# program_loader

$ cat config.mk
export PLATFORM = sky130hd
export DESIGN_NAME = program_loader
export DESIGN_NICKNAME = d
export VERILOG_FILES = /design/src/rtl/program_loader.sv
export SDC_FILE = /design/constraint.sdc
export NUM_CORES = 1
export LEC_CHECK = 0
export CORE_ASPECT_RATIO = 1.1
export CORE_MARGIN = 4
export CORE_UTILIZATION = 37
export DETAILED_ROUTE_END_ITERATION = 6
export PLACE_DENSITY_LB_ADDON = 0.1
export SETUP_SLACK_MARGIN = 0.05
export SLEW_MARGIN = 20
export SYNTH_ARGS = -nofsm -noshare
export SYNTH_HDL_FRONTEND = slang
export SYNTH_SLANG_ARGS = --single-unit
$ cat constraint.sdc
create_clock -name clk -period 13.21 [get_ports clk]
set_input_delay 2.642 -clock clk [delete_from_list [all_inputs] [get_ports clk]]
set_output_delay 2.642 -clock clk [all_outputs]
set_load 0.01 [all_outputs]
$ cat src/rtl/program_loader.sv
// Byte-stream command loader: decodes load/run commands from the UART receiver and drives
// the core's instruction/data memory write ports and run enable.
`timescale 1ns/1ps
module program_loader #(
   parameter int unsigned ADDR_STEP      = 4,
   parameter int unsigned TIMEOUT_CYCLES = 1000000
) (
   input  logic        clk,
   input  logic        reset,
   input  logic [7:0]  rx_data,
   input  logic        rx_valid,
   output logic [31:0] insn_addr,
   output logic [31:0] insn_din,
   output logic        insn_we,
   output logic [31:0] data_addr,
   output logic [31:0] data_din,
   output logic        data_we,
   output logic        run,
   output logic        busy,
   output logic        error,
   output logic [31:0] words_loaded
);

   typedef enum logic [1:0] {StIdle, StAddr, StLen, StPayload} state_e;

   localparam logic [31:0] TimeoutLast = 32'(TIMEOUT_CYCLES - 1);
   localparam logic [31:0] AddrStep    = 32'(ADDR_STEP);

   state_e      state_q, state_d;
   logic [1:0]  byte_idx_q, byte_idx_d;
   logic [31:0] shift_q, shift_d;
   logic [31:0] addr_ptr_q, addr_ptr_d;
   logic [31:0] words_left_q, words_left_d;
   logic [31:0] idle_cnt_q, idle_cnt_d;
   logic        target_q, target_d;  // 0: instruction memory, 1: data memory
   logic        run_q, run_d;
   logic        error_q, error_d;
   logic [31:0] insn_addr_q, insn_addr_d;
   logic [31:0] insn_din_q, insn_din_d;
   logic        insn_we_q, insn_we_d;
   logic [31:0] data_addr_q, data_addr_d;
   logic [31:0] data_din_q, data_din_d;
   logic        data_we_q, data_we_d;
   logic [31:0] words_loaded_q, words_loaded_d;

   logic [31:0] full_word;
   logic        expire;

   always_comb begin
      state_d        = state_q;
      byte_idx_d     = byte_idx_q;
      shift_d        = shift_q;
      addr_ptr_d     = addr_ptr_q;
      words_left_d   = words_left_q;
      idle_cnt_d     = idle_cnt_q;
      target_d       = target_q;
      run_d          = run_q;
      error_d        = error_q;
      insn_addr_d    = insn_addr_q;
      insn_din_d     = insn_din_q;
      insn_we_d      = 1'b0;
      data_addr_d    = data_addr_q;
      data_din_d     = data_din_q;
      data_we_d      = 1'b0;
      words_loaded_d = words_loaded_q;

      // Incoming byte lands in bits 31:24, so after four bytes the first is in bits 7:0.
      full_word = {rx_data, shift_q[31:8]};
      expire    = (TIMEOUT_CYCLES != 0) && (state_q != StIdle) && (idle_cnt_q == TimeoutLast);

      if (state_q == StIdle || rx_valid) begin
         idle_cnt_d = '0;
      end else begin
         idle_cnt_d = idle_cnt_q + 32'd1;
      end

      // Expiry takes priority over a coincident strobe.
      if (expire) begin
         state_d    = StIdle;
         error_d    = 1'b1;
         byte_idx_d = '0;
         idle_cnt_d = '0;
      end else if (rx_valid) begin
         unique case (state_q)
            StIdle: begin
               case (rx_data)
                  8'h01, 8'h02: begin
                     target_d   = (rx_data == 8'h02);
                     run_d      = 1'b0;
                     state_d    = StAddr;
                     byte_idx_d = '0;
                  end
                  8'h03:   run_d   = 1'b1;
                  8'h04:   run_d   = 1'b0;
                  default: error_d = 1'b1;
               endcase
            end
            StAddr: begin
               shift_d    = full_word;
               byte_idx_d = byte_idx_q + 2'd1;
               if (byte_idx_q == 2'd3) begin
                  addr_ptr_d = full_word;
                  state_d    = StLen;
                  byte_idx_d = '0;
               end
            end
            StLen: begin
               shift_d    = full_word;
               byte_idx_d = byte_idx_q + 2'd1;
               if (byte_idx_q == 2'd3) begin
                  words_left_d = full_word;
                  state_d      = (full_word == '0) ? StIdle : StPayload;
                  byte_idx_d   = '0;
               end
            end
            StPayload: begin
               shift_d    = full_word;
               byte_idx_d = byte_idx_q + 2'd1;
               if (byte_idx_q == 2'd3) begin
                  if (target_q) begin
                     data_we_d   = 1'b1;
                     data_addr_d = addr_ptr_q;
                     data_din_d  = full_word;
                  end else begin
                     insn_we_d   = 1'b1;
                     insn_addr_d = addr_ptr_q;
                     insn_din_d  = full_word;
                  end
                  addr_ptr_d     = addr_ptr_q + AddrStep;
                  words_loaded_d = words_loaded_q + 32'd1;
                  words_left_d   = words_left_q - 32'd1;
                  if (words_left_q == 32'd1) begin
                     state_d = StIdle;
                  end
               end
            end
         endcase
      end
   end

   always_ff @(posedge clk or posedge reset) begin
      if (reset) begin
         state_q        <= StIdle;
         byte_idx_q     <= '0;
         shift_q        <= '0;
         addr_ptr_q     <= '0;
         words_left_q   <= '0;
         idle_cnt_q     <= '0;
         target_q       <= 1'b0;
         run_q          <= 1'b0;
         error_q        <= 1'b0;
         insn_addr_q    <= '0;
         insn_din_q     <= '0;
         insn_we_q      <= 1'b0;
         data_addr_q    <= '0;
         data_din_q     <= '0;
         data_we_q      <= 1'b0;
         words_loaded_q <= '0;
      end else begin
         state_q        <= state_d;
         byte_idx_q     <= byte_idx_d;
         shift_q        <= shift_d;
         addr_ptr_q     <= addr_ptr_d;
         words_left_q   <= words_left_d;
         idle_cnt_q     <= idle_cnt_d;
         target_q       <= target_d;
         run_q          <= run_d;
         error_q        <= error_d;
         insn_addr_q    <= insn_addr_d;
         insn_din_q     <= insn_din_d;
         insn_we_q      <= insn_we_d;
         data_addr_q    <= data_addr_d;
         data_din_q     <= data_din_d;
         data_we_q      <= data_we_d;
         words_loaded_q <= words_loaded_d;
      end
   end

   assign insn_addr    = insn_addr_q;
   assign insn_din     = insn_din_q;
   assign insn_we      = insn_we_q;
   assign data_addr    = data_addr_q;
   assign data_din     = data_din_q;
   assign data_we      = data_we_q;
   assign run          = run_q;
   assign busy         = (state_q != StIdle);
   assign error        = error_q;
   assign words_loaded = words_loaded_q;

endmodule

# data_sync_ctrl

--- config.mk ---
export PLATFORM = sky130hd
export DESIGN_NAME = data_sync_ctrl
export DESIGN_NICKNAME = d
export VERILOG_FILES = /design/src/rtl/data_sync_ctrl_pkg.sv /design/src/rtl/data_sync_ctrl_bit_sync_sh.sv /design/src/rtl/data_sync_ctrl.sv
export SDC_FILE = /design/constraint.sdc
export NUM_CORES = 1
export LEC_CHECK = 0
export ABC_AREA = 1
export CELL_PAD_IN_SITES_DETAIL_PLACEMENT = 0
export CELL_PAD_IN_SITES_GLOBAL_PLACEMENT = 1
export CORE_ASPECT_RATIO = 1.5
export CORE_MARGIN = 5
export CORE_UTILIZATION = 46
export DETAILED_ROUTE_END_ITERATION = 8
export DONT_BUFFER_PORTS = 1
export PLACE_DENSITY_LB_ADDON = 0.2
export SETUP_SLACK_MARGIN = 0.5
export SLEW_MARGIN = 5
export SYNTH_ARGS = -nofsm -noshare
export SYNTH_HDL_FRONTEND = slang
export SYNTH_SLANG_ARGS = --single-unit
--- constraint.sdc ---
create_clock -name clk -period 3.35 [get_ports clk]
set_input_delay 0.67 -clock clk [delete_from_list [all_inputs] [get_ports clk]]
set_output_delay 0.67 -clock clk [all_outputs]
set_load 0.02 [all_outputs]
--- src/rtl/data_sync_ctrl_pkg.sv ---
`default_nettype none
// +------------------------------------------------------------------------+
// | Module  : data_sync_ctrl_pkg                                           |
// | Purpose : Shared types and constants for the REQ/ACK multi-bit CDC     |
// |           controller (state encoding, counter width, stage minimum).   |
// | Ports   : none (package)                                               |
// | Rev     : 1.0  initial release                                         |
// +------------------------------------------------------------------------+
package data_sync_ctrl_pkg;

  typedef enum logic [1:0] {
    ST_IDLE    = 2'd0,
    ST_DELIVER = 2'd1,
    ST_ACKED   = 2'd2
  } state_t;

  localparam int XFER_CNT_W = 16;
  localparam int MIN_STAGES = 2;

endpackage
`default_nettype wire

--- src/rtl/data_sync_ctrl_bit_sync_sh.sv ---
`default_nettype none
// +------------------------------------------------------------------------+
// | Module  : bit_sync_sh                                                  |
// | Purpose : Single-bit level synchronizer, NUM_STAGES flop shift chain   |
// |           with synchronous active-high reset.                          |
// | Ports   : clk  - destination clock                                     |
// |           rst  - synchronous active-high reset (chain clears to 0)     |
// |           d    - asynchronous level input                              |
// |           q    - synchronized level (last flop of the chain)           |
// | Rev     : 1.0  initial release                                         |
// +------------------------------------------------------------------------+
module bit_sync_sh #(
  parameter int NUM_STAGES = 2
) (
  input  logic clk,
  input  logic rst,
  input  logic d,
  output logic q
);

  logic [NUM_STAGES-1:0] r_chain;

  always_ff @(posedge clk) begin
    if (rst) begin
      r_chain <= '0;
    end else begin
      r_chain[0] <= d;
      for (int i = 1; i < NUM_STAGES; i++) begin
        r_chain[i] <= r_chain[i-1];
      end
    end
  end

  assign q = r_chain[NUM_STAGES-1];

endmodule
`default_nettype wire

--- src/rtl/data_sync_ctrl.sv ---
`default_nettype none
// +------------------------------------------------------------------------+
// | Module  : data_sync_ctrl                                               |
// | Purpose : Destination-side controller for a 4-phase REQ/ACK multi-bit  |
// |           crossing. Synchronizes REQ, captures the quasi-static source |
// |           bus once REQ is stable, hands the word to a local consumer   |
// |           with valid/ready, then returns ACK to the source.            |
// | Ports   : clk, rst            - destination clock, sync active-high rst|
// |           unsync_bus, req     - source-domain data and request level   |
// |           sync_bus, sync_valid, sync_ready - consumer handshake        |
// |           ack                 - registered handshake return            |
// |           busy                - FSM not idle                           |
// |           proto_err           - REQ withdrawn before delivery (pulse)  |
// |           xfer_cnt            - completed transfer count (wraps)       |
// | Rev     : 1.0  initial release                                         |
// +------------------------------------------------------------------------+
module data_sync_ctrl
  import data_sync_ctrl_pkg::*;
#(
  parameter int BUS_WIDTH  = 8,
  parameter int NUM_STAGES = 2
) (
  input  logic                  clk,
  input  logic                  rst,
  input  logic [BUS_WIDTH-1:0]  unsync_bus,
  input  logic                  req,
  output logic [BUS_WIDTH-1:0]  sync_bus,
  output logic                  sync_valid,
  input  logic                  sync_ready,
  output logic                  ack,
  output logic                  busy,
  output logic                  proto_err,
  output logic [XFER_CNT_W-1:0] xfer_cnt
);

  // A single-flop synchronizer is not metastability safe; clamp upward.
  localparam int SYNC_STAGES = (NUM_STAGES < MIN_STAGES) ? MIN_STAGES : NUM_STAGES;

  logic w_req_s;

  bit_sync_sh #(
    .NUM_STAGES (SYNC_STAGES)
  ) u_req_sync (
    .clk (clk),
    .rst (rst),
    .d   (req),
    .q   (w_req_s)
  );

  state_t                r_state;
  state_t                w_state_nx;
  logic [BUS_WIDTH-1:0]  w_bus_nx;
  logic                  w_valid_nx;
  logic                  w_ack_nx;
  logic                  w_perr_nx;
  logic [XFER_CNT_W-1:0] w_cnt_nx;
  // Remembers that the current word already flagged an early REQ drop,
  // so the error pulses only once per transfer.
  logic                  r_err_seen;
  logic                  w_err_seen_nx;

  always_comb begin
    w_state_nx    = r_state;
    w_bus_nx      = sync_bus;
    w_valid_nx    = sync_valid;
    w_ack_nx      = ack;
    w_perr_nx     = 1'b0;
    w_cnt_nx      = xfer_cnt;
    w_err_seen_nx = r_err_seen;

    case (r_state)
      ST_IDLE: begin
        w_ack_nx   = 1'b0;
        w_valid_nx = 1'b0;
        // The source holds the bus stable while REQ is high, so once the
        // synchronized REQ is seen the whole word can be sampled at once.
        if (w_req_s) begin
          w_bus_nx      = unsync_bus;
          w_valid_nx    = 1'b1;
          w_err_seen_nx = 1'b0;
          w_state_nx    = ST_DELIVER;
        end
      end

      ST_DELIVER: begin
        if (!w_req_s && !r_err_seen) begin
          w_perr_nx     = 1'b1;
          w_err_seen_nx = 1'b1;
        end
        // The word is delivered even after an early REQ drop; ACKED then
        // falls straight through to IDLE because req_s is already low.
        if (sync_valid && sync_ready) begin
          w_valid_nx = 1'b0;
          w_ack_nx   = 1'b1;
          w_cnt_nx   = xfer_cnt + 1'b1;
          w_state_nx = ST_ACKED;
        end
      end

      ST_ACKED: begin
        w_ack_nx = 1'b1;
        if (!w_req_s) begin
          w_ack_nx   = 1'b0;
          w_state_nx = ST_IDLE;
        end
      end

      default: begin
        w_ack_nx   = 1'b0;
        w_valid_nx = 1'b0;
        w_state_nx = ST_IDLE;
      end
    endcase
  end

  // All outputs come straight from flops: no combinational path from the
  // source domain reaches a port, and ACK cannot glitch.
  always_ff @(posedge clk) begin
    if (rst) begin
      r_state    <= ST_IDLE;
      sync_bus   <= '0;
      sync_valid <= 1'b0;
      ack        <= 1'b0;
      busy       <= 1'b0;
      proto_err  <= 1'b0;
      xfer_cnt   <= '0;
      r_err_seen <= 1'b0;
    end else begin
      r_state    <= w_state_nx;
      sync_bus   <= w_bus_nx;
      sync_valid <= w_valid_nx;
      ack        <= w_ack_nx;
      busy       <= (w_state_nx != ST_IDLE);
      proto_err  <= w_perr_nx;
      xfer_cnt   <= w_cnt_nx;
      r_err_seen <= w_err_seen_nx;
    end
  end

endmodule
`default_nettype wire

# regfile_2r1w

==> src/rtl/regfile_pkg.sv <==
// Shared sizing helpers for the 2R1W register file.
// Combinational constants only; no latency, no backpressure.
package regfile_pkg;

  localparam int DEF_DATA_W = 8;
  localparam int DEF_DEPTH  = 16;

  // Address width for a register count, never narrower than one bit.
  function automatic int clog2_min1(input int n);
    int r;
    r = 0;
    for (int i = 0; i < 32; i++) begin
      if ((1 << r) < n) r = r + 1;
    end
    return (r < 1) ? 1 : r;
  endfunction

  function automatic bit rd_lat_ok(input int lat);
    return (lat == 1) || (lat == 2);
  endfunction

endpackage

==> src/rtl/regfile_2r1w_rd_port_pipe.sv <==
// One read port: range check, write bypass and RD_LAT output stage(s).
// Latency RD_LAT (1 or 2) cycles; no backpressure, one valid pulse per request.
module rd_port_pipe
  import regfile_pkg::*;
#(
  parameter int DATA_W = DEF_DATA_W,
  parameter int DEPTH  = DEF_DEPTH,
  parameter int ADDR_W = clog2_min1(DEF_DEPTH),
  parameter int RD_LAT = 1,
  parameter bit BYPASS = 1'b1
) (
  input  logic              clk,
  input  logic              rst,
  input  logic              rd_en,
  input  logic [ADDR_W-1:0] rd_addr,
  input  logic [DATA_W-1:0] rd_word,
  input  logic              wr_acc,
  input  logic [ADDR_W-1:0] wr_addr,
  input  logic [DATA_W-1:0] wr_data,
  output logic [DATA_W-1:0] rd_data,
  output logic              rd_vld,
  output logic              rd_err
);

  logic              in_range;
  logic [DATA_W-1:0] nxt_data;
  logic              s1_vld;
  logic              s1_err;
  logic [DATA_W-1:0] s1_data;

  assign in_range = 32'(rd_addr) < DEPTH;

  // Only accepted writes reach this mux, so rejected writes are never bypassed.
  always_comb begin
    nxt_data = rd_word;
    if (!in_range) begin
      nxt_data = '0;
    end else if (BYPASS && wr_acc && (wr_addr == rd_addr)) begin
      nxt_data = wr_data;
    end
  end

  always_ff @(posedge clk) begin
    if (!rst) begin
      s1_vld  <= 1'b0;
      s1_err  <= 1'b0;
      s1_data <= '0;
    end else begin
      s1_vld <= rd_en;
      s1_err <= rd_en && !in_range;
      if (rd_en) s1_data <= nxt_data;
    end
  end

  if (RD_LAT == 2) begin : g_lat2
    logic              s2_vld;
    logic              s2_err;
    logic [DATA_W-1:0] s2_data;

    always_ff @(posedge clk) begin
      if (!rst) begin
        s2_vld  <= 1'b0;
        s2_err  <= 1'b0;
        s2_data <= '0;
      end else begin
        s2_vld <= s1_vld;
        s2_err <= s1_err;
        if (s1_vld) s2_data <= s1_data;
      end
    end

    assign rd_vld  = s2_vld;
    assign rd_err  = s2_err;
    assign rd_data = s2_data;
  end else begin : g_lat1
    assign rd_vld  = s1_vld;
    assign rd_err  = s1_err;
    assign rd_data = s1_data;
  end

endmodule

==> src/rtl/regfile_2r1w.sv <==
// Register file, one write and two read ports, read-only mask and cfg_regs tap.
// Reads return after RD_LAT cycles, writes land at the edge; no backpressure.
module regfile_2r1w
  import regfile_pkg::*;
#(
  parameter int                DATA_W  = DEF_DATA_W,
  parameter int                DEPTH   = DEF_DEPTH,
  parameter int                NUM_CFG = 4,
  parameter int                RD_LAT  = 1,
  parameter bit                BYPASS  = 1'b1,
  parameter logic [DEPTH-1:0]  RO_MASK = '0,
  parameter logic [DATA_W-1:0] RST_VAL = '0,
  localparam int               ADDR_W  = clog2_min1(DEPTH)
) (
  input  logic                      clk,
  input  logic                      rst,
  input  logic                      wrEn,
  input  logic [ADDR_W-1:0]         wrAddr,
  input  logic [DATA_W-1:0]         wrData,
  input  logic                      rdEn_a,
  input  logic [ADDR_W-1:0]         rdAddr_a,
  input  logic                      rdEn_b,
  input  logic [ADDR_W-1:0]         rdAddr_b,
  output logic [DATA_W-1:0]         rdData_a,
  output logic [DATA_W-1:0]         rdData_b,
  output logic                      rdData_valid_a,
  output logic                      rdData_valid_b,
  output logic                      rd_err_a,
  output logic                      rd_err_b,
  output logic                      wr_err,
  output logic [NUM_CFG*DATA_W-1:0] cfg_regs
);

  if (!rd_lat_ok(RD_LAT)) begin : g_bad_lat
    $error("regfile_2r1w: RD_LAT must be 1 or 2");
  end
  if ((NUM_CFG < 1) || (NUM_CFG > DEPTH)) begin : g_bad_cfg
    $error("regfile_2r1w: NUM_CFG must be within 1..DEPTH");
  end

  logic [DATA_W-1:0] mem [DEPTH];
  logic              wr_acc;
  logic [DATA_W-1:0] rd_word_a;
  logic [DATA_W-1:0] rd_word_b;

  // The RO lookup is only evaluated for in-range addresses.
  always_comb begin
    wr_acc = 1'b0;
    if (wrEn && (32'(wrAddr) < DEPTH)) wr_acc = !RO_MASK[wrAddr];
  end

  always_ff @(posedge clk) begin
    if (!rst) begin
      for (int i = 0; i < DEPTH; i++) mem[i] <= RST_VAL;
      wr_err <= 1'b0;
    end else begin
      if (wr_acc) mem[wrAddr] <= wrData;
      wr_err <= wrEn && !wr_acc;
    end
  end

  assign rd_word_a = (32'(rdAddr_a) < DEPTH) ? mem[rdAddr_a] : '0;
  assign rd_word_b = (32'(rdAddr_b) < DEPTH) ? mem[rdAddr_b] : '0;

  rd_port_pipe #(
    .DATA_W (DATA_W),
    .DEPTH  (DEPTH),
    .ADDR_W (ADDR_W),
    .RD_LAT (RD_LAT),
    .BYPASS (BYPASS)
  ) u_rd_a (
    .clk     (clk),
    .rst     (rst),
    .rd_en   (rdEn_a),
    .rd_addr (rdAddr_a),
    .rd_word (rd_word_a),
    .wr_acc  (wr_acc),
    .wr_addr (wrAddr),
    .wr_data (wrData),
    .rd_data (rdData_a),
    .rd_vld  (rdData_valid_a),
    .rd_err  (rd_err_a)
  );

  rd_port_pipe #(
    .DATA_W (DATA_W),
    .DEPTH  (DEPTH),
    .ADDR_W (ADDR_W),
    .RD_LAT (RD_LAT),
    .BYPASS (BYPASS)
  ) u_rd_b (
    .clk     (clk),
    .rst     (rst),
    .rd_en   (rdEn_b),
    .rd_addr (rdAddr_b),
    .rd_word (rd_word_b),
    .wr_acc  (wr_acc),
    .wr_addr (wrAddr),
    .wr_data (wrData),
    .rd_data (rdData_b),
    .rd_vld  (rdData_valid_b),
    .rd_err  (rd_err_b)
  );

  for (genvar i = 0; i < NUM_CFG; i++) begin : g_cfg
    assign cfg_regs[i*DATA_W +: DATA_W] = mem[i];
  end

endmodule

==> config.mk <==
export PLATFORM = sky130hd
export DESIGN_NAME = regfile_2r1w
export DESIGN_NICKNAME = d
export VERILOG_FILES = /design/src/rtl/regfile_pkg.sv /design/src/rtl/regfile_2r1w_rd_port_pipe.sv /design/src/rtl/regfile_2r1w.sv
export SDC_FILE = /design/constraint.sdc
export NUM_CORES = 1
export LEC_CHECK = 0
export CORE_ASPECT_RATIO = 1.2
export CORE_MARGIN = 1.5
export CORE_UTILIZATION = 52
export CTS_CLUSTER_DIAMETER = 60
export DETAILED_ROUTE_END_ITERATION = 7
export PLACE_DENSITY = 0.87
export SETUP_SLACK_MARGIN = 0.5
export SYNTH_ARGS = -nofsm -noshare
export SYNTH_HDL_FRONTEND = slang
export SYNTH_SLANG_ARGS = --single-unit
==> constraint.sdc <==
create_clock -name clk -period 2.2 [get_ports clk]
set_input_delay 0.44 -clock clk [delete_from_list [all_inputs] [get_ports clk]]
set_output_delay 0.44 -clock clk [all_outputs]
set_load 0.05 [all_outputs]
### Met2 routing, program_loader

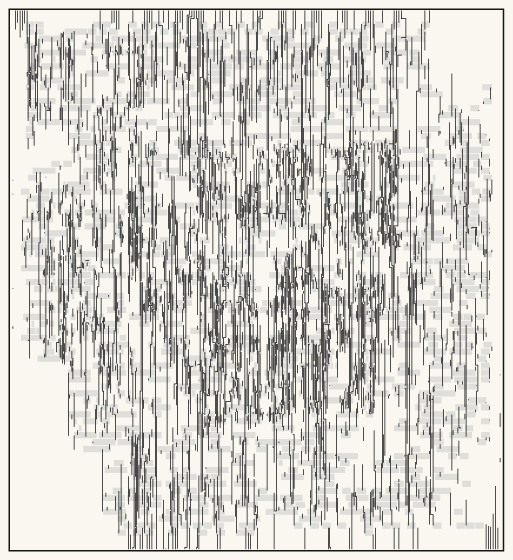
The longest straight run is 81.7 um. The layer holds 49% of the routed length. 1227 nets have wire on it. The wires run mostly vertical.
WL final: 39.2 mm
via count: 10500

==> results.cfg, program_loader <==
; flow metrics
[cells_and_area]
bufAreaShareNonClock_pct = 11.0
largest_class = sequential cells
flop-count = 289

[setup_path]
crit_buf_inv = 2
cp-startpoint = rx_valid
r2r_start = state_q[0]
path_delay_family = buffers and inverters
r2r_end = data_addr[30]
endpoint_kind = flip-flop
reg2regPathDepth = 5
critPathMaxStageDelay_ps = 970
crit_arrival_ps = 6050

[global_routing]
use_met1_pct = 25.0
grt_pass1_wl_mm = 62.1
gr-usage-met2_pct = 31.8

[clock_tree]
cts_resized = 0
clkTransAtPathRegs_ps = 60
clockBufferDepth = 3
htreeDepth = 2

[sta]
setup_tns_ps = 0
post-route-min-period_ps = 5660
hold_slack_ps = 476
maxSlewHeadroom_pct = 22.9

[power]
powerClk_uw = 975
p_comb_mw = 1.03
p_sw_share_pct = 35.2

[die]
initial_core_util_pct = 37.4
die_area_sq_um = 40700

[logic_synthesis]
ys_sh_mux_pct = 12.9
synth-seq-cells = 289
synth_area_per_cell_sq_um = 11.2

[hold_path]
worstHoldStart = words_loaded[31]

[run_status]
status = finished clean
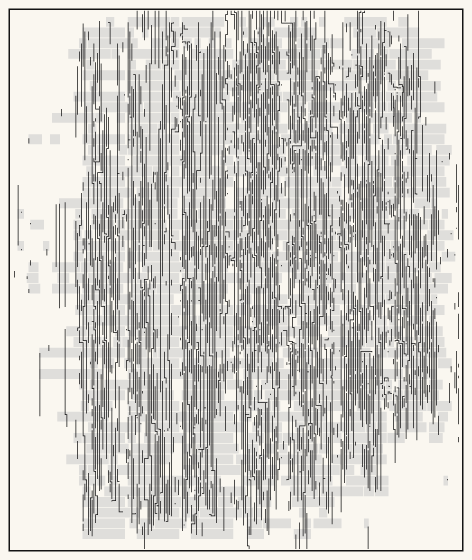
*Met2 routing, regfile_2r1w*
The layer holds 50% of the routed length. The wires run mostly vertical. 686 nets have wire on it. The layer carries 12800 um of wire.
WL final: 25.8 mm
GRT met2 Usage: 56.0%
via count: 6127

==> results.cfg, regfile_2r1w <==
; flow metrics
[logic_synthesis]
synthXorXnorAreaFrac_pct = 0.892

[cells_and_area]
final_cell_area_sq_um = 10500
seq_share_pct = 40.0
largest_class = sequential cells
logic_gate_count = 383

[setup_path]
worst_path_max_delay_cell = mux4_2
crit_path_max_fanout = 2
r2r_end = u_rd_a.rd_data[4]

[clock_tree]
cts_resized = 199
clock-root-buffer = clkbuf_16

[global_routing]
grt_pass1_wl_mm = 38.1
grt_max_degree = 35

[die]
core_sq_um = 14900
taps = 204

[run_status]
status = finished clean

[power]
p_comb_mw = 1.41

[flow_run]
warnings = 29

[placed_design]
dpl.cell_count = 894
place_area_sq_um = 9570

[routing]
antenna_left = 0
### Met2 routing, data_sync_ctrl

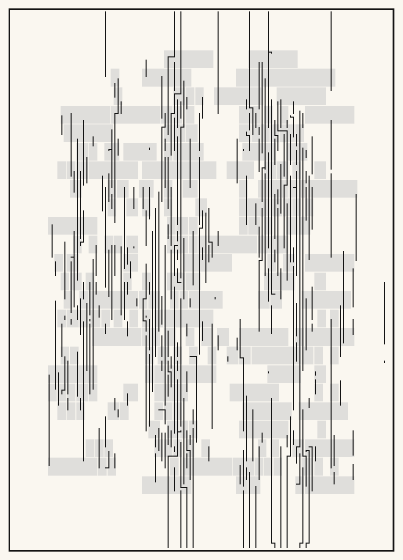
180 nets have wire on it. The longest straight run is 49.3 um.
WL final: 3.32 mm
via count: 1304
GRT met2 Usage: 30.9%

==> results.cfg, data_sync_ctrl <==
; flow metrics
[run_status]
status = finished clean

[cells_and_area]
inverters = 23
seq_share_pct = 40.2

[logic_synthesis]
common_cells = nor2_1, nand2_1, dfxtp_1
edf_count = 0
yosysSeqAreaShare_pct = 44.9
synthCells = 210
ys_cells = 210
syn_nets = 227

[routing]
wl_met1_mm = 1.19

[power]
p_comb_share_pct = 3.6
p_int_uw = 708

[sta]
setup_slack_ps = 1640
slew_viol_final = 0

[placed_design]
dp_hpwl_mm = 2.59

[flow_run]
drv_cap = 0

[hold_path]
min_path_cells = 2

[die]
die_area_sq_um = 4460

[clock_tree]
htreeDepth = 2

## Gallery

Placement by cell class.
Fill, decap, tap and diode cells in gray.
panel A
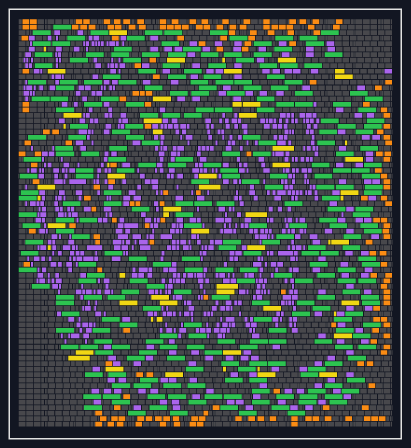
panel B
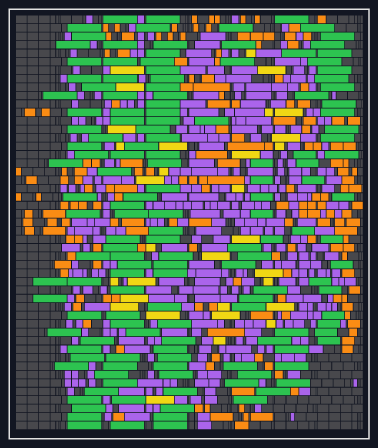
panel C
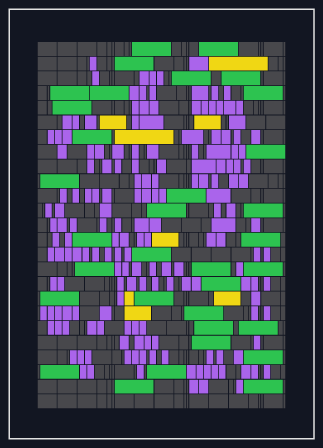
- panel C = data_sync_ctrl
- panel A = program_loader
- panel B = regfile_2r1w
- fewest sequential cells: panel C
- most cells: panel A


# key_matrix_scanner_flat

### Port wiring, key_matrix_scanner_flat

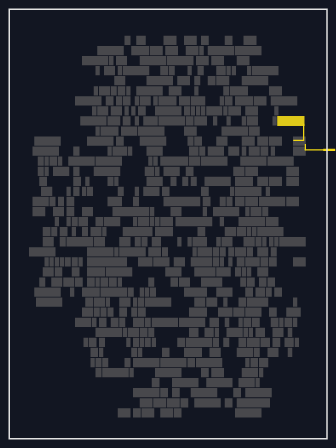

$ cat src/rtl/key_matrix_scanner_pkg.sv
// Shared keypad matrix definitions: geometry, scanner states and the row decode
// helper also used by the key-value decoder.
package key_pkg;

    localparam int NUM_ROW   = 6;
    localparam int NUM_COL   = 5;
    localparam int COL_IDX_W = 3;
    localparam int CODE_W    = 6;

    typedef enum logic [1:0] {
        SCAN,
        DEBOUNCE,
        HELD
    } state_e;

    // Returns 1..NUM_ROW for exactly one low bit; 0 for no key or a ghosting pattern.
    function automatic logic [2:0] onehot_low_to_code(input logic [NUM_ROW-1:0] row);
        logic [2:0]  code;
        int unsigned lows;
        code = 3'd0;
        lows = 0;
        for (int i = 0; i < NUM_ROW; i++) begin
            if (!row[i]) begin
                lows++;
                code = 3'(i + 1);
            end
        end
        return (lows == 1) ? code : 3'd0;
    endfunction

endpackage

$ cat src/rtl/key_matrix_scanner_if.sv
// Keypad pins plus the key-event outputs seen by the key-handling logic.
interface key_matrix_scanner_if;
    import key_pkg::*;

    logic [NUM_ROW-1:0] ROW;
    logic [NUM_COL-1:0] COLUM;
    logic [CODE_W-1:0]  KEY_VALUE;
    logic               KEY_VALID;
    logic               KEY_HELD;
    logic               KEY_RELEASE;

    modport master (
        input  ROW,
        output COLUM,
        output KEY_VALUE,
        output KEY_VALID,
        output KEY_HELD,
        output KEY_RELEASE
    );

    modport slave (
        output ROW,
        input  COLUM,
        input  KEY_VALUE,
        input  KEY_VALID,
        input  KEY_HELD,
        input  KEY_RELEASE
    );

endinterface

$ cat src/rtl/key_matrix_scanner_row_sync.sv
// Two-flop synchronizer for the asynchronous active-low keypad rows.
module key_row_sync
    import key_pkg::*;
(
    input  logic               clk_i,
    input  logic               rst_i,
    input  logic [NUM_ROW-1:0] row_i,
    output logic [NUM_ROW-1:0] row_o
);

    logic [NUM_ROW-1:0] meta_q;
    logic [NUM_ROW-1:0] sync_q;

    // Reset to all-ones so a reset reads as "no key pressed".
    always_ff @(posedge clk_i) begin
        if (rst_i) begin
            meta_q <= '1;
            sync_q <= '1;
        end else begin
            meta_q <= row_i;
            sync_q <= meta_q;
        end
    end

    assign row_o = sync_q;

endmodule

$ cat src/rtl/key_matrix_scanner.sv
// Column-walking keypad scanner with press/release debouncing and single-key tracking.
module key_matrix_scanner
    import key_pkg::*;
#(
    parameter int SCAN_DIV     = 4,
    parameter int DEBOUNCE_CNT = 3,
    parameter int CNT_W        = 8
) (
    input  logic                 CLK_LOW,
    input  logic                 RST,
    key_matrix_scanner_if.master kbd
);

    localparam logic [CNT_W-1:0] DWELL_LAST = CNT_W'(SCAN_DIV - 1);
    localparam logic [CNT_W-1:0] DEB_TARGET = CNT_W'(DEBOUNCE_CNT);

    logic [NUM_ROW-1:0]   rowSync;
    logic [2:0]           rowCode;
    logic [CODE_W-1:0]    sampleCode;
    logic                 hit;
    logic                 scanActive;
    logic                 samplePt;
    logic                 advance;
    logic [CNT_W-1:0]     debNext;
    logic [CNT_W-1:0]     relNext;

    state_e               state_q,     state_d;
    logic [COL_IDX_W-1:0] colIdx_q,    colIdx_d;
    logic [CNT_W-1:0]     dwell_q,     dwell_d;
    logic [CNT_W-1:0]     debCnt_q,    debCnt_d;
    logic [CNT_W-1:0]     relCnt_q,    relCnt_d;
    logic [CODE_W-1:0]    cand_q,      cand_d;
    logic [CODE_W-1:0]    keyValue_q,  keyValue_d;
    logic                 keyValid_q,  keyValid_d;
    logic                 keyHeld_q,   keyHeld_d;
    logic                 keyRelease_q, keyRelease_d;
    logic [NUM_COL-1:0]   colum_q,     colum_d;

    key_row_sync u_row_sync (
        .clk_i (CLK_LOW),
        .rst_i (RST),
        .row_i (kbd.ROW),
        .row_o (rowSync)
    );

    // The dwell counter only runs once a column is actually driven, so the
    // first column after reset gets its full SCAN_DIV cycles.
    assign scanActive = (colum_q != '1);
    assign samplePt   = scanActive && (dwell_q == DWELL_LAST);
    assign rowCode    = onehot_low_to_code(rowSync);
    assign hit        = (rowCode != 3'd0);
    assign sampleCode = {colIdx_q + COL_IDX_W'(1), rowCode};
    assign debNext    = debCnt_q + CNT_W'(1);
    assign relNext    = relCnt_q + CNT_W'(1);

    always_comb begin
        state_d      = state_q;
        colIdx_d     = colIdx_q;
        dwell_d      = dwell_q;
        debCnt_d     = debCnt_q;
        relCnt_d     = relCnt_q;
        cand_d       = cand_q;
        keyValue_d   = keyValue_q;
        keyValid_d   = 1'b0;
        keyHeld_d    = keyHeld_q;
        keyRelease_d = 1'b0;
        advance      = 1'b0;

        if (scanActive) begin
            dwell_d = samplePt ? '0 : dwell_q + CNT_W'(1);
        end

        if (samplePt) begin
            unique case (state_q)
                SCAN: begin
                    if (hit) begin
                        cand_d   = sampleCode;
                        debCnt_d = CNT_W'(1);
                        if (DEBOUNCE_CNT == 1) begin
                            keyValue_d = sampleCode;
                            keyValid_d = 1'b1;
                            keyHeld_d  = 1'b1;
                            relCnt_d   = '0;
                            state_d    = HELD;
                        end else begin
                            state_d = DEBOUNCE;
                        end
                    end else begin
                        advance = 1'b1;
                    end
                end

                DEBOUNCE: begin
                    if (hit && (sampleCode == cand_q)) begin
                        debCnt_d = debNext;
                        if (debNext == DEB_TARGET) begin
                            keyValue_d = cand_q;
                            keyValid_d = 1'b1;
                            keyHeld_d  = 1'b1;
                            relCnt_d   = '0;
                            state_d    = HELD;
                        end
                    end else begin
                        advance = 1'b1;
                        state_d = SCAN;
                    end
                end

                HELD: begin
                    // A different key on this column counts as the tracked key being up.
                    if (hit && (sampleCode == keyValue_q)) begin
                        relCnt_d = '0;
                    end else begin
                        relCnt_d = relNext;
                        if (relNext == DEB_TARGET) begin
                            keyHeld_d    = 1'b0;
                            keyRelease_d = 1'b1;
                            advance      = 1'b1;
                            state_d      = SCAN;
                        end
                    end
                end

                default: begin
                    advance = 1'b1;
                    state_d = SCAN;
                end
            endcase
        end

        if (advance) begin
            colIdx_d = (colIdx_q == COL_IDX_W'(NUM_COL - 1)) ? '0 : colIdx_q + COL_IDX_W'(1);
        end

        colum_d = ~(NUM_COL'(1) << colIdx_d);
    end

    always_ff @(posedge CLK_LOW) begin
        if (RST) begin
            state_q      <= SCAN;
            colIdx_q     <= '0;
            dwell_q      <= '0;
            debCnt_q     <= '0;
            relCnt_q     <= '0;
            cand_q       <= '0;
            keyValue_q   <= '0;
            keyValid_q   <= 1'b0;
            keyHeld_q    <= 1'b0;
            keyRelease_q <= 1'b0;
            colum_q      <= '1;
        end else begin
            state_q      <= state_d;
            colIdx_q     <= colIdx_d;
            dwell_q      <= dwell_d;
            debCnt_q     <= debCnt_d;
            relCnt_q     <= relCnt_d;
            cand_q       <= cand_d;
            keyValue_q   <= keyValue_d;
            keyValid_q   <= keyValid_d;
            keyHeld_q    <= keyHeld_d;
            keyRelease_q <= keyRelease_d;
            colum_q      <= colum_d;
        end
    end

    assign kbd.COLUM       = colum_q;
    assign kbd.KEY_VALUE   = keyValue_q;
    assign kbd.KEY_VALID   = keyValid_q;
    assign kbd.KEY_HELD    = keyHeld_q;
    assign kbd.KEY_RELEASE = keyRelease_q;

endmodule

$ cat src/flat_wrapper.sv
// flat-port wrapper written by rule: the top's interface ports become plain ports
module key_matrix_scanner_flat import key_pkg::*;
#(
    parameter int SCAN_DIV     = 4,
    parameter int DEBOUNCE_CNT = 3,
    parameter int CNT_W        = 8
)
  (CLK_LOW, RST, kbd_ROW, kbd_COLUM, kbd_KEY_VALUE, kbd_KEY_VALID, kbd_KEY_HELD, kbd_KEY_RELEASE);
  key_matrix_scanner_if kbd_i ();
  input  logic CLK_LOW;
  input  logic RST;
  input wire logic [$bits(kbd_i.ROW)-1:0] kbd_ROW;
  output wire logic [$bits(kbd_i.COLUM)-1:0] kbd_COLUM;
  output wire logic [$bits(kbd_i.KEY_VALUE)-1:0] kbd_KEY_VALUE;
  output wire logic [$bits(kbd_i.KEY_VALID)-1:0] kbd_KEY_VALID;
  output wire logic [$bits(kbd_i.KEY_HELD)-1:0] kbd_KEY_HELD;
  output wire logic [$bits(kbd_i.KEY_RELEASE)-1:0] kbd_KEY_RELEASE;
  assign kbd_i.ROW = kbd_ROW;
  assign kbd_COLUM = kbd_i.COLUM;
  assign kbd_KEY_VALUE = kbd_i.KEY_VALUE;
  assign kbd_KEY_VALID = kbd_i.KEY_VALID;
  assign kbd_KEY_HELD = kbd_i.KEY_HELD;
  assign kbd_KEY_RELEASE = kbd_i.KEY_RELEASE;
  key_matrix_scanner #(.SCAN_DIV(SCAN_DIV), .DEBOUNCE_CNT(DEBOUNCE_CNT), .CNT_W(CNT_W)) u_core (.CLK_LOW(CLK_LOW), .RST(RST), .kbd(kbd_i));
endmodule
$ cat config.mk
export PLATFORM = sky130hd
export DESIGN_NAME = key_matrix_scanner_flat
export DESIGN_NICKNAME = d
export VERILOG_FILES = /design/src/rtl/key_matrix_scanner_pkg.sv /design/src/rtl/key_matrix_scanner_if.sv /design/src/rtl/key_matrix_scanner_row_sync.sv /design/src/rtl/key_matrix_scanner.sv /design/src/flat_wrapper.sv
export SDC_FILE = /design/constraint.sdc
export NUM_CORES = 1
export LEC_CHECK = 0
export CORE_ASPECT_RATIO = 1.4
export CORE_MARGIN = 5
export CORE_UTILIZATION = 48
export CTS_BUF_LIST = sky130_fd_sc_hd__clkbuf_4 sky130_fd_sc_hd__clkbuf_8 sky130_fd_sc_hd__clkbuf_16
export CTS_CLUSTER_DIAMETER = 30
export DETAILED_ROUTE_END_ITERATION = 8
export MAX_ROUTING_LAYER = met4
export PLACE_DENSITY_LB_ADDON = 0.25
export SETUP_SLACK_MARGIN = 0.2
export SLEW_MARGIN = 25
export SYNTH_ARGS = -nofsm -noshare
export SYNTH_HDL_FRONTEND = slang
export SYNTH_SLANG_ARGS = --single-unit
$ cat constraint.sdc
create_clock -name CLK_LOW -period 9.45 [get_ports CLK_LOW]
set_input_delay 1.89 -clock CLK_LOW [delete_from_list [all_inputs] [get_ports CLK_LOW]]
set_output_delay 1.89 -clock CLK_LOW [all_outputs]
set_load 0.02 [all_outputs]
# demux_channel_sequencer

File: src/rtl/demux_seq_pkg.sv
// demux_seq_pkg: shared channel-count constants and sequencer state type
package demux_seq_pkg;
  localparam int NUM_CH = 4;
  localparam int CH_W = 2;
  typedef enum logic {IDLE, RUN} state_t;
endpackage

File: src/rtl/demux_next_ch.sv
// demux_next_ch: next enabled channel after ptr in order ptr+1..ptr+3 wrapping, else ptr itself
module demux_next_ch
  import demux_seq_pkg::*;
(
  input  logic [CH_W-1:0]   ptr,
  input  logic [NUM_CH-1:0] mask,
  output logic [CH_W-1:0]   nxt,
  output logic              any
);
  logic [CH_W-1:0] c;
  // scan downward so the closest enabled successor wins
  always_comb begin
    nxt = ptr;
    c = ptr;
    for (int k = NUM_CH - 1; k > 0; k--) begin
      c = ptr + CH_W'(k);
      if (mask[c]) nxt = c;
    end
  end
  assign any = |mask;
endmodule

File: src/rtl/demux_channel_sequencer.sv
// demux_channel_sequencer: routes serial bits in bursts to rotating demux channels; Ch_mask honoured only with DEMUX_SEQ_SKIP_MASK_EN
module demux_channel_sequencer
  import demux_seq_pkg::*;
#(
  parameter int BURST_LEN = 1
) (
  input  logic       clk,
  input  logic       rst,
  input  logic       In_data,
  input  logic       In_valid,
  output logic       In_ready,
  input  logic [3:0] Ch_mask,
  input  logic       Chan_rst,
  output logic       In,
  output logic       S1,
  output logic       S0,
  output logic       Out_valid,
  input  logic       Out_ready
);
  state_t state, state_nx;
  logic [CH_W-1:0] ptr, sel, nxt, low;
  logic [7:0] cnt;
  logic [NUM_CH-1:0] mask;
  logic any, unused_any, acc, last;
`ifdef DEMUX_SEQ_SKIP_MASK_EN
  assign mask = Ch_mask;
`else
  logic unused_mask;
  assign unused_mask = ^Ch_mask;
  assign mask = '1;
`endif
  demux_next_ch u_next (.ptr(ptr), .mask(mask), .nxt(nxt), .any(any));
  demux_next_ch u_low (.ptr(CH_W'(NUM_CH - 1)), .mask(mask), .nxt(low), .any(unused_any));
  assign acc = In_valid && In_ready;
  assign last = cnt == 8'(BURST_LEN - 1);
  assign {S1, S0} = sel;
  // state register
  always_ff @(posedge clk)
    if (rst) state <= IDLE;
    else state <= state_nx;
  // leave IDLE once any channel is enabled; fall back only at a burst boundary with nothing enabled
  always_comb
    state_nx = (state == IDLE) ? (any ? RUN : IDLE)
             : ((acc && last && !Chan_rst && !any) ? IDLE : RUN);
  // accept only while running and the output slot is free or being drained
  always_comb In_ready = (state == RUN) && (!Out_valid || Out_ready);
  // output slot, channel pointer and burst counter
  always_ff @(posedge clk) begin
    if (rst) begin
      In <= 1'b0;
      sel <= '0;
      Out_valid <= 1'b0;
      ptr <= '0;
      cnt <= '0;
    end else begin
      if (acc) begin
        In <= In_data;
        sel <= ptr;
        Out_valid <= 1'b1;
      end else if (Out_ready) Out_valid <= 1'b0;
      if (state == IDLE) begin
        if (any) ptr <= low;
        cnt <= '0;
      end else if (Chan_rst) begin
        ptr <= low;
        cnt <= '0;
      end else if (acc) begin
        cnt <= last ? '0 : cnt + 8'd1;
        if (last) ptr <= nxt;
      end
    end
  end
endmodule

File: config.mk
export PLATFORM = sky130hd
export DESIGN_NAME = demux_channel_sequencer
export DESIGN_NICKNAME = d
export VERILOG_FILES = /design/src/rtl/demux_seq_pkg.sv /design/src/rtl/demux_next_ch.sv /design/src/rtl/demux_channel_sequencer.sv
export SDC_FILE = /design/constraint.sdc
export NUM_CORES = 1
export LEC_CHECK = 0
export CORE_ASPECT_RATIO = 1.2
export CORE_MARGIN = 8
export CORE_UTILIZATION = 45
export DETAILED_ROUTE_END_ITERATION = 8
export GPL_ROUTABILITY_DRIVEN = 0
export GPL_TIMING_DRIVEN = 0
export PLACE_DENSITY = 0.72
export SYNTH_ARGS = -nofsm -noshare
export SYNTH_HDL_FRONTEND = slang
export SYNTH_SLANG_ARGS = --single-unit
export TNS_END_PERCENT = 30
File: constraint.sdc
create_clock -name clk -period 3.5 [get_ports clk]
set_clock_uncertainty 0.2 [all_clocks]
set_input_delay 0.7 -clock clk [delete_from_list [all_inputs] [get_ports clk]]
set_output_delay 0.7 -clock clk [all_outputs]
set_load 0.03 [all_outputs]
### Placement by cell class, demux_channel_sequencer

Fill, decap, tap and diode cells in gray.
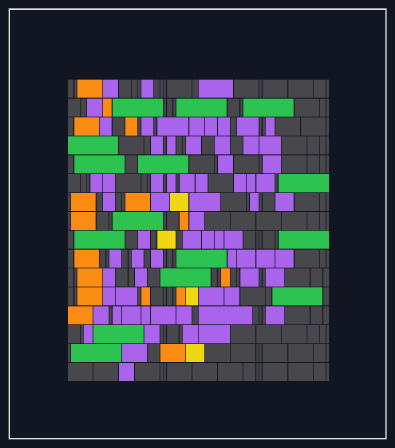
Key: purple = remaining logic cells [cells 69]; green = registers [cells 15]; yellow = clock drivers and dummy loads [cells 4]; orange = remaining buffers and delay cells [cells 16]
Final Util: 56.8%
fin area: 932 sq um
core box area: 1640 sq um

==> results.cfg, demux_channel_sequencer <==
; flow metrics
[global_routing]
grtUsageMet3_pct = 3.14
use_met1_pct = 14.5
grt_pass1_wl_mm = 3.37
grt_pass1_vias = 780
busiest_layer = met2

[cells_and_area]
areaGrowthSynthToFinish_pct = 19.2
seq_share_pct = 32.2
lay_top_count = dfxtp_1

[run_status]
status = finished clean

[setup_path]
crit_buf_inv = 3
crit_end = In_ready
startpoint_type = primary input
critPathMaxStageDelay_ps = 670
critical_path_class = in2out

[flow_run]
warnings = 31

[routing]
drt-total-wl_mm = 1.81

[power]
p_per_area_nw_per_um2 = 334
p_comb_uw = 34.6

[logic_synthesis]
syn_nets = 102
yosys_area_sq_um = 782
synthXorXnorAreaFrac_pct = 0
async_reset_ff_share_pct = 0
yosysSeqAreaShare_pct = 38.4
synthFlopType = dfxtp_1

[sta]
hold_viol_final = 0
rsz0062_at_grt = no
period_used_pct = 95.8

[hold_path]
worstHoldStart = In

[clock_tree]
post_cts_buffers = 0

[die]
die_x_um = 54.1
taps = 18

[placed_design]
dp_hpwl_mm = 1.34
### M3 wires, key_matrix_scanner_flat

Scale bar: 20 um.
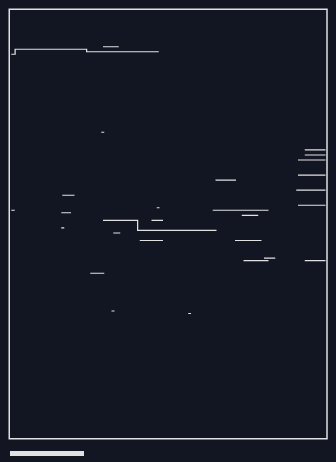
20 nets have wire on it. The longest straight run is 21.2 um. The layer carries 185 um of wire. The layer holds 2.3% of the routed length. The wires run mostly horizontal.
via count: 3203
met3 track demand over resource: 2.77%
WL final: 8.09 mm

Notes on 'Port wiring' of key_matrix_scanner_flat above:
Key: yellow = kbd_KEY_VALID [bits 1, direction output, edge right, end cells 1, buffers 1, wire 14.0 um]
I/O Pins: 22
port bufs: 21

==> results.cfg, key_matrix_scanner_flat <==
; flow metrics
[setup_path]
r2r_start = u_core.u_row_sync.row_o[1]
r2r_end = u_core.debCnt_q[4]
critPathMaxStageDelay_ps = 760
worst_path_max_delay_cell = nor4_1
path_cells = inv_1, ha_1, xnor2_2, ha_1, nor2b_1, a311oi_1, nor2_1, ha_1, o31a_1, o41ai_2, o2111ai_1, nor4_1, o21ai_0, o21ai_1
critical_path_class = reg2reg
cp-startpoint = u_core.u_row_sync.row_o[1]
startpoint_type = flip-flop

[placed_design]
place_area_sq_um = 4090
dp_hpwl_mm = 5.94
place.gp.congestion = 0.875
dpl.cell_count = 554

[global_routing]
grt_max_degree = 63
track_usage_pct = 18.2

[die]
initial_core_util_pct = 49.4
die_y_um = 116

[routing]
firstDrtPassIters = 4
viasPerCell = 5.64
routed-wl-met2_mm = 4.14

[logic_synthesis]
synthAoiAreaFrac_pct = 18.9
yosys_warnings = 0
synth.most_common_cell = dfxtp_1
top_area_cell = dfxtp_1
async_reset_ff_share_pct = 0

[cells_and_area]
largestRegisters = u_core.debCnt_q (8), u_core.dwell_q (8), u_core.relCnt_q (8)
comb_area_share_pct = 56.5
lay_top_cells = dfxtp_1, nor2_1, inv_1, nand2_1, clkdlybuf4s50_1
drive_gt1_share_pct = 10.9

[sta]
hold_viol_final = 0
tightest_slew_ps = 869

[power]
p_clk_share_pct = 41.2
p_total_uw = 560
p_comb_share_pct = 11.3
p_per_area_nw_per_um2 = 131

[hold_path]
worstHoldStart = u_core.u_row_sync.meta_q[2]

[run_status]
status = finished clean

[clock_tree]
clock-root-buffer = clkbuf_8

[flow_run]
drv_cap = 0
warnings = 34

# wb_port_arbiter

### Placement view, wb_port_arbiter

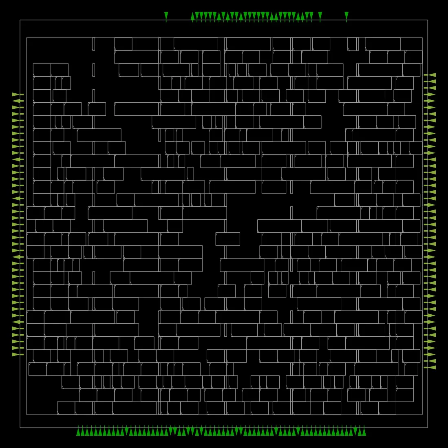
<file path="src/rtl/wb_port_arbiter.sv">
// rtl/wb_port_arbiter.sv - register-file write port arbiter between write-back and debug
// Pipeline wins the port; a bounded deferral count forces a one-cycle stall so debug gets in.
module wb_port_arbiter #(
   parameter int NB_DATA  = 32,
   parameter int NB_ADDR  = 5,
   parameter int NB_SEL   = 2,
   parameter int MAX_WAIT = 4
) (
   input  logic               clock_i,
   input  logic               reset_n_i,
   input  logic               pipe_we_i,
   input  logic [NB_ADDR-1:0] pipe_addr_i,
   input  logic [NB_SEL-1:0]  pipe_sel_i,
   input  logic [NB_DATA-1:0] alu_data_i,
   input  logic [NB_DATA-1:0] mem_data_i,
   input  logic [NB_DATA-1:0] link_data_i,
   input  logic               dbg_req_i,
   input  logic [NB_ADDR-1:0] dbg_addr_i,
   input  logic [NB_DATA-1:0] dbg_data_i,
   output logic               dbg_ack_o,
   output logic               stall_o,
   output logic               rf_we_o,
   output logic [NB_ADDR-1:0] rf_addr_o,
   output logic [NB_DATA-1:0] rf_data_o
);

   localparam int                NB_CNT   = $clog2(MAX_WAIT + 1);
   localparam logic [NB_CNT-1:0] CNT_LAST = NB_CNT'(MAX_WAIT - 1);

   typedef enum logic [1:0] {S_IDLE, S_WAIT, S_STALL, S_ACK} state_t;

   state_t               state, state_nxt;
   logic [NB_CNT-1:0]    wait_cnt, wait_cnt_nxt;
   logic                 we_nxt, ack_nxt, pw;
   logic [NB_ADDR-1:0]   addr_nxt;
   logic [NB_DATA-1:0]   data_nxt, pipe_data;

   assign pw      = pipe_we_i && (pipe_addr_i != '0);
   assign stall_o = (state == S_STALL);

   always_comb begin
      case (pipe_sel_i)
         NB_SEL'(1): pipe_data = mem_data_i;
         NB_SEL'(2): pipe_data = link_data_i;
         default:    pipe_data = alu_data_i;
      endcase
   end

   always_comb begin
      state_nxt    = state;
      wait_cnt_nxt = wait_cnt;
      we_nxt       = pw;
      addr_nxt     = pipe_addr_i;
      data_nxt     = pipe_data;
      ack_nxt      = 1'b0;
      case (state)
         S_IDLE, S_WAIT: begin
            if (!dbg_req_i) begin
               wait_cnt_nxt = '0;
               state_nxt    = S_IDLE;
            end else if (!pw) begin
               we_nxt       = (dbg_addr_i != '0);
               addr_nxt     = dbg_addr_i;
               data_nxt     = dbg_data_i;
               ack_nxt      = 1'b1;
               wait_cnt_nxt = '0;
               state_nxt    = S_ACK;
            end else if (wait_cnt == CNT_LAST) begin
               state_nxt = S_STALL;
            end else begin
               wait_cnt_nxt = wait_cnt + 1'b1;
               state_nxt    = S_WAIT;
            end
         end
         S_STALL: begin
            // The pipeline re-presents its write next cycle, so dropping it here is safe.
            we_nxt       = (dbg_addr_i != '0);
            addr_nxt     = dbg_addr_i;
            data_nxt     = dbg_data_i;
            ack_nxt      = 1'b1;
            wait_cnt_nxt = '0;
            state_nxt    = S_ACK;
         end
         default: begin
            wait_cnt_nxt = '0;
            state_nxt    = dbg_req_i ? S_ACK : S_IDLE;
         end
      endcase
   end

   always_ff @(posedge clock_i or negedge reset_n_i) begin
      if (!reset_n_i) begin
         state     <= S_IDLE;
         wait_cnt  <= '0;
         rf_we_o   <= 1'b0;
         rf_addr_o <= '0;
         rf_data_o <= '0;
         dbg_ack_o <= 1'b0;
      end else begin
         state     <= state_nxt;
         wait_cnt  <= wait_cnt_nxt;
         rf_we_o   <= we_nxt;
         rf_addr_o <= addr_nxt;
         rf_data_o <= data_nxt;
         dbg_ack_o <= ack_nxt;
      end
   end

endmodule
</file>
<file path="config.mk">
export PLATFORM = sky130hd
export DESIGN_NAME = wb_port_arbiter
export DESIGN_NICKNAME = d
export VERILOG_FILES = /design/src/rtl/wb_port_arbiter.sv
export SDC_FILE = /design/constraint.sdc
export NUM_CORES = 1
export LEC_CHECK = 0
export CORE_UTILIZATION = 35
export CTS_BUF_LIST = sky130_fd_sc_hd__clkbuf_2 sky130_fd_sc_hd__clkbuf_4 sky130_fd_sc_hd__clkbuf_8
export DETAILED_ROUTE_END_ITERATION = 10
export PLACE_DENSITY = 0.8
export REMOVE_ABC_BUFFERS = 1
export SETUP_SLACK_MARGIN = 0.02
export SYNTH_ARGS = -nofsm -noshare
export SYNTH_HDL_FRONTEND = slang
export SYNTH_SLANG_ARGS = --single-unit
</file>
<file path="constraint.sdc">
create_clock -name clock_i -period 2.2 [get_ports clock_i]
set_input_delay 0.44 -clock clock_i [delete_from_list [all_inputs] [get_ports clock_i]]
set_output_delay 0.44 -clock clock_i [all_outputs]
set_load 0.01 [all_outputs]
</file>
==> results.cfg <==
; flow metrics
[global_routing]
grt_pass1_wl_mm = 12.2
antenna_found_initial = 0
use_met1_pct = 24.4
track_usage_pct = 21.9
busiest_layer = met2

[logic_synthesis]
synthXorXnorAreaFrac_pct = 0.361
edf_count = 0
top_area_cell = dfrtp_1
synth_cell_types = 27
synth.most_common_cell = dfrtp_1
synth.logic.top_family = multiplexers
ys_cells = 229
synthCells = 229

[die]
ios = 184

[cells_and_area]
lay_top_cells = clkdlybuf4s50_1, dfrtp_1, o21ai_0, a22oi_1, nand2_1
ff_latch_area_sq_um = 1100
signal_buffers = 191
clkCellAreaFrac_pct = 2.06
comb_area_share_pct = 27.2
logic_gate_count = 160

[placed_design]
io_buffers = 183
dp_hpwl_mm = 6.07
place_ws_ps = -49.3
dpl.cell_count = 479

[setup_path]
critPathMaxStageDelay_ps = 580
path_cells = and2b_1, clkdlybuf4s50_1
crit_end = stall_o
reg2regPathDepth = 4
endpoint_kind = output port
crit_arrival_ps = 1560
critical_path_class = reg2out
crit_path_max_fanout = 6

[clock_tree]
cts_made_buffers = 5
hold_buffers = 0
clock-root-buffer = clkbuf_8
cts_tree = done

[run_status]
status = finished clean

[sta]
slew_viol_final = 0

[routing]
wl_per_cell_um = 15.8
drc = 0
antenna_left = 0

[power]
p_clk_share_pct = 21.8
ir_drop_mv = 0.271
About 'Placement view' of wb_port_arbiter:
filler cell count in the final layout: 501
final cell count without fillers: 487
Tap Count: 77
FP Rows: 29
Final Util: 68.7%



==> screenshots <==
M3 wires.
(a)
Scale bar: 20 um.
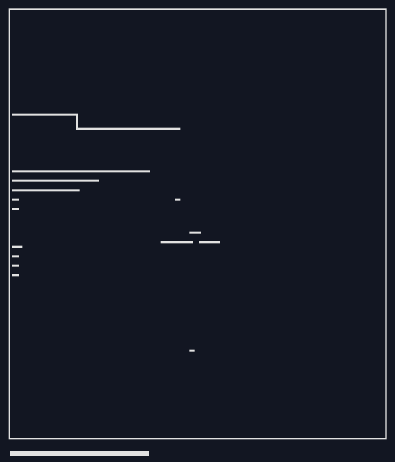
(b)
Scale bar: 20 um.
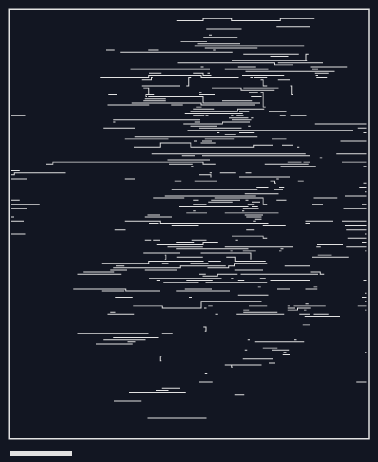
(c)
Scale bar: 20 um.
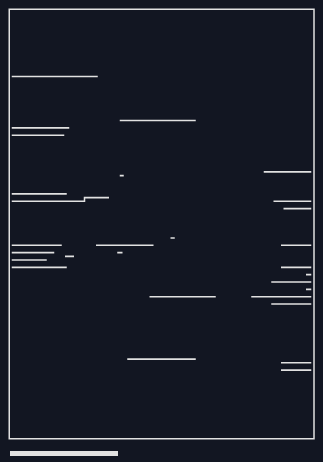
(d)
Scale bar: 50 um.
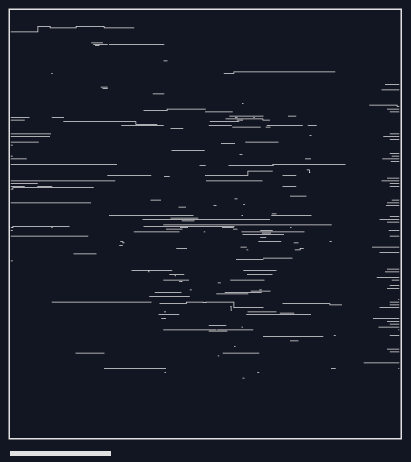
(e)
Scale bar: 20 um.
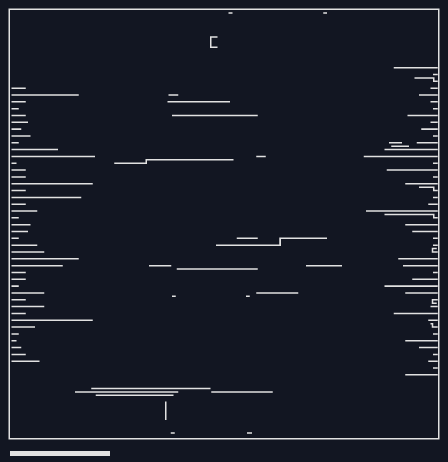
- largest die: (d)
regfile_2r1w is (b).
data_sync_ctrl is (c).
wb_port_arbiter is (e).
demux_channel_sequencer is (a).
program_loader is (d).

Power is estimated from default activity; no workload was simulated.
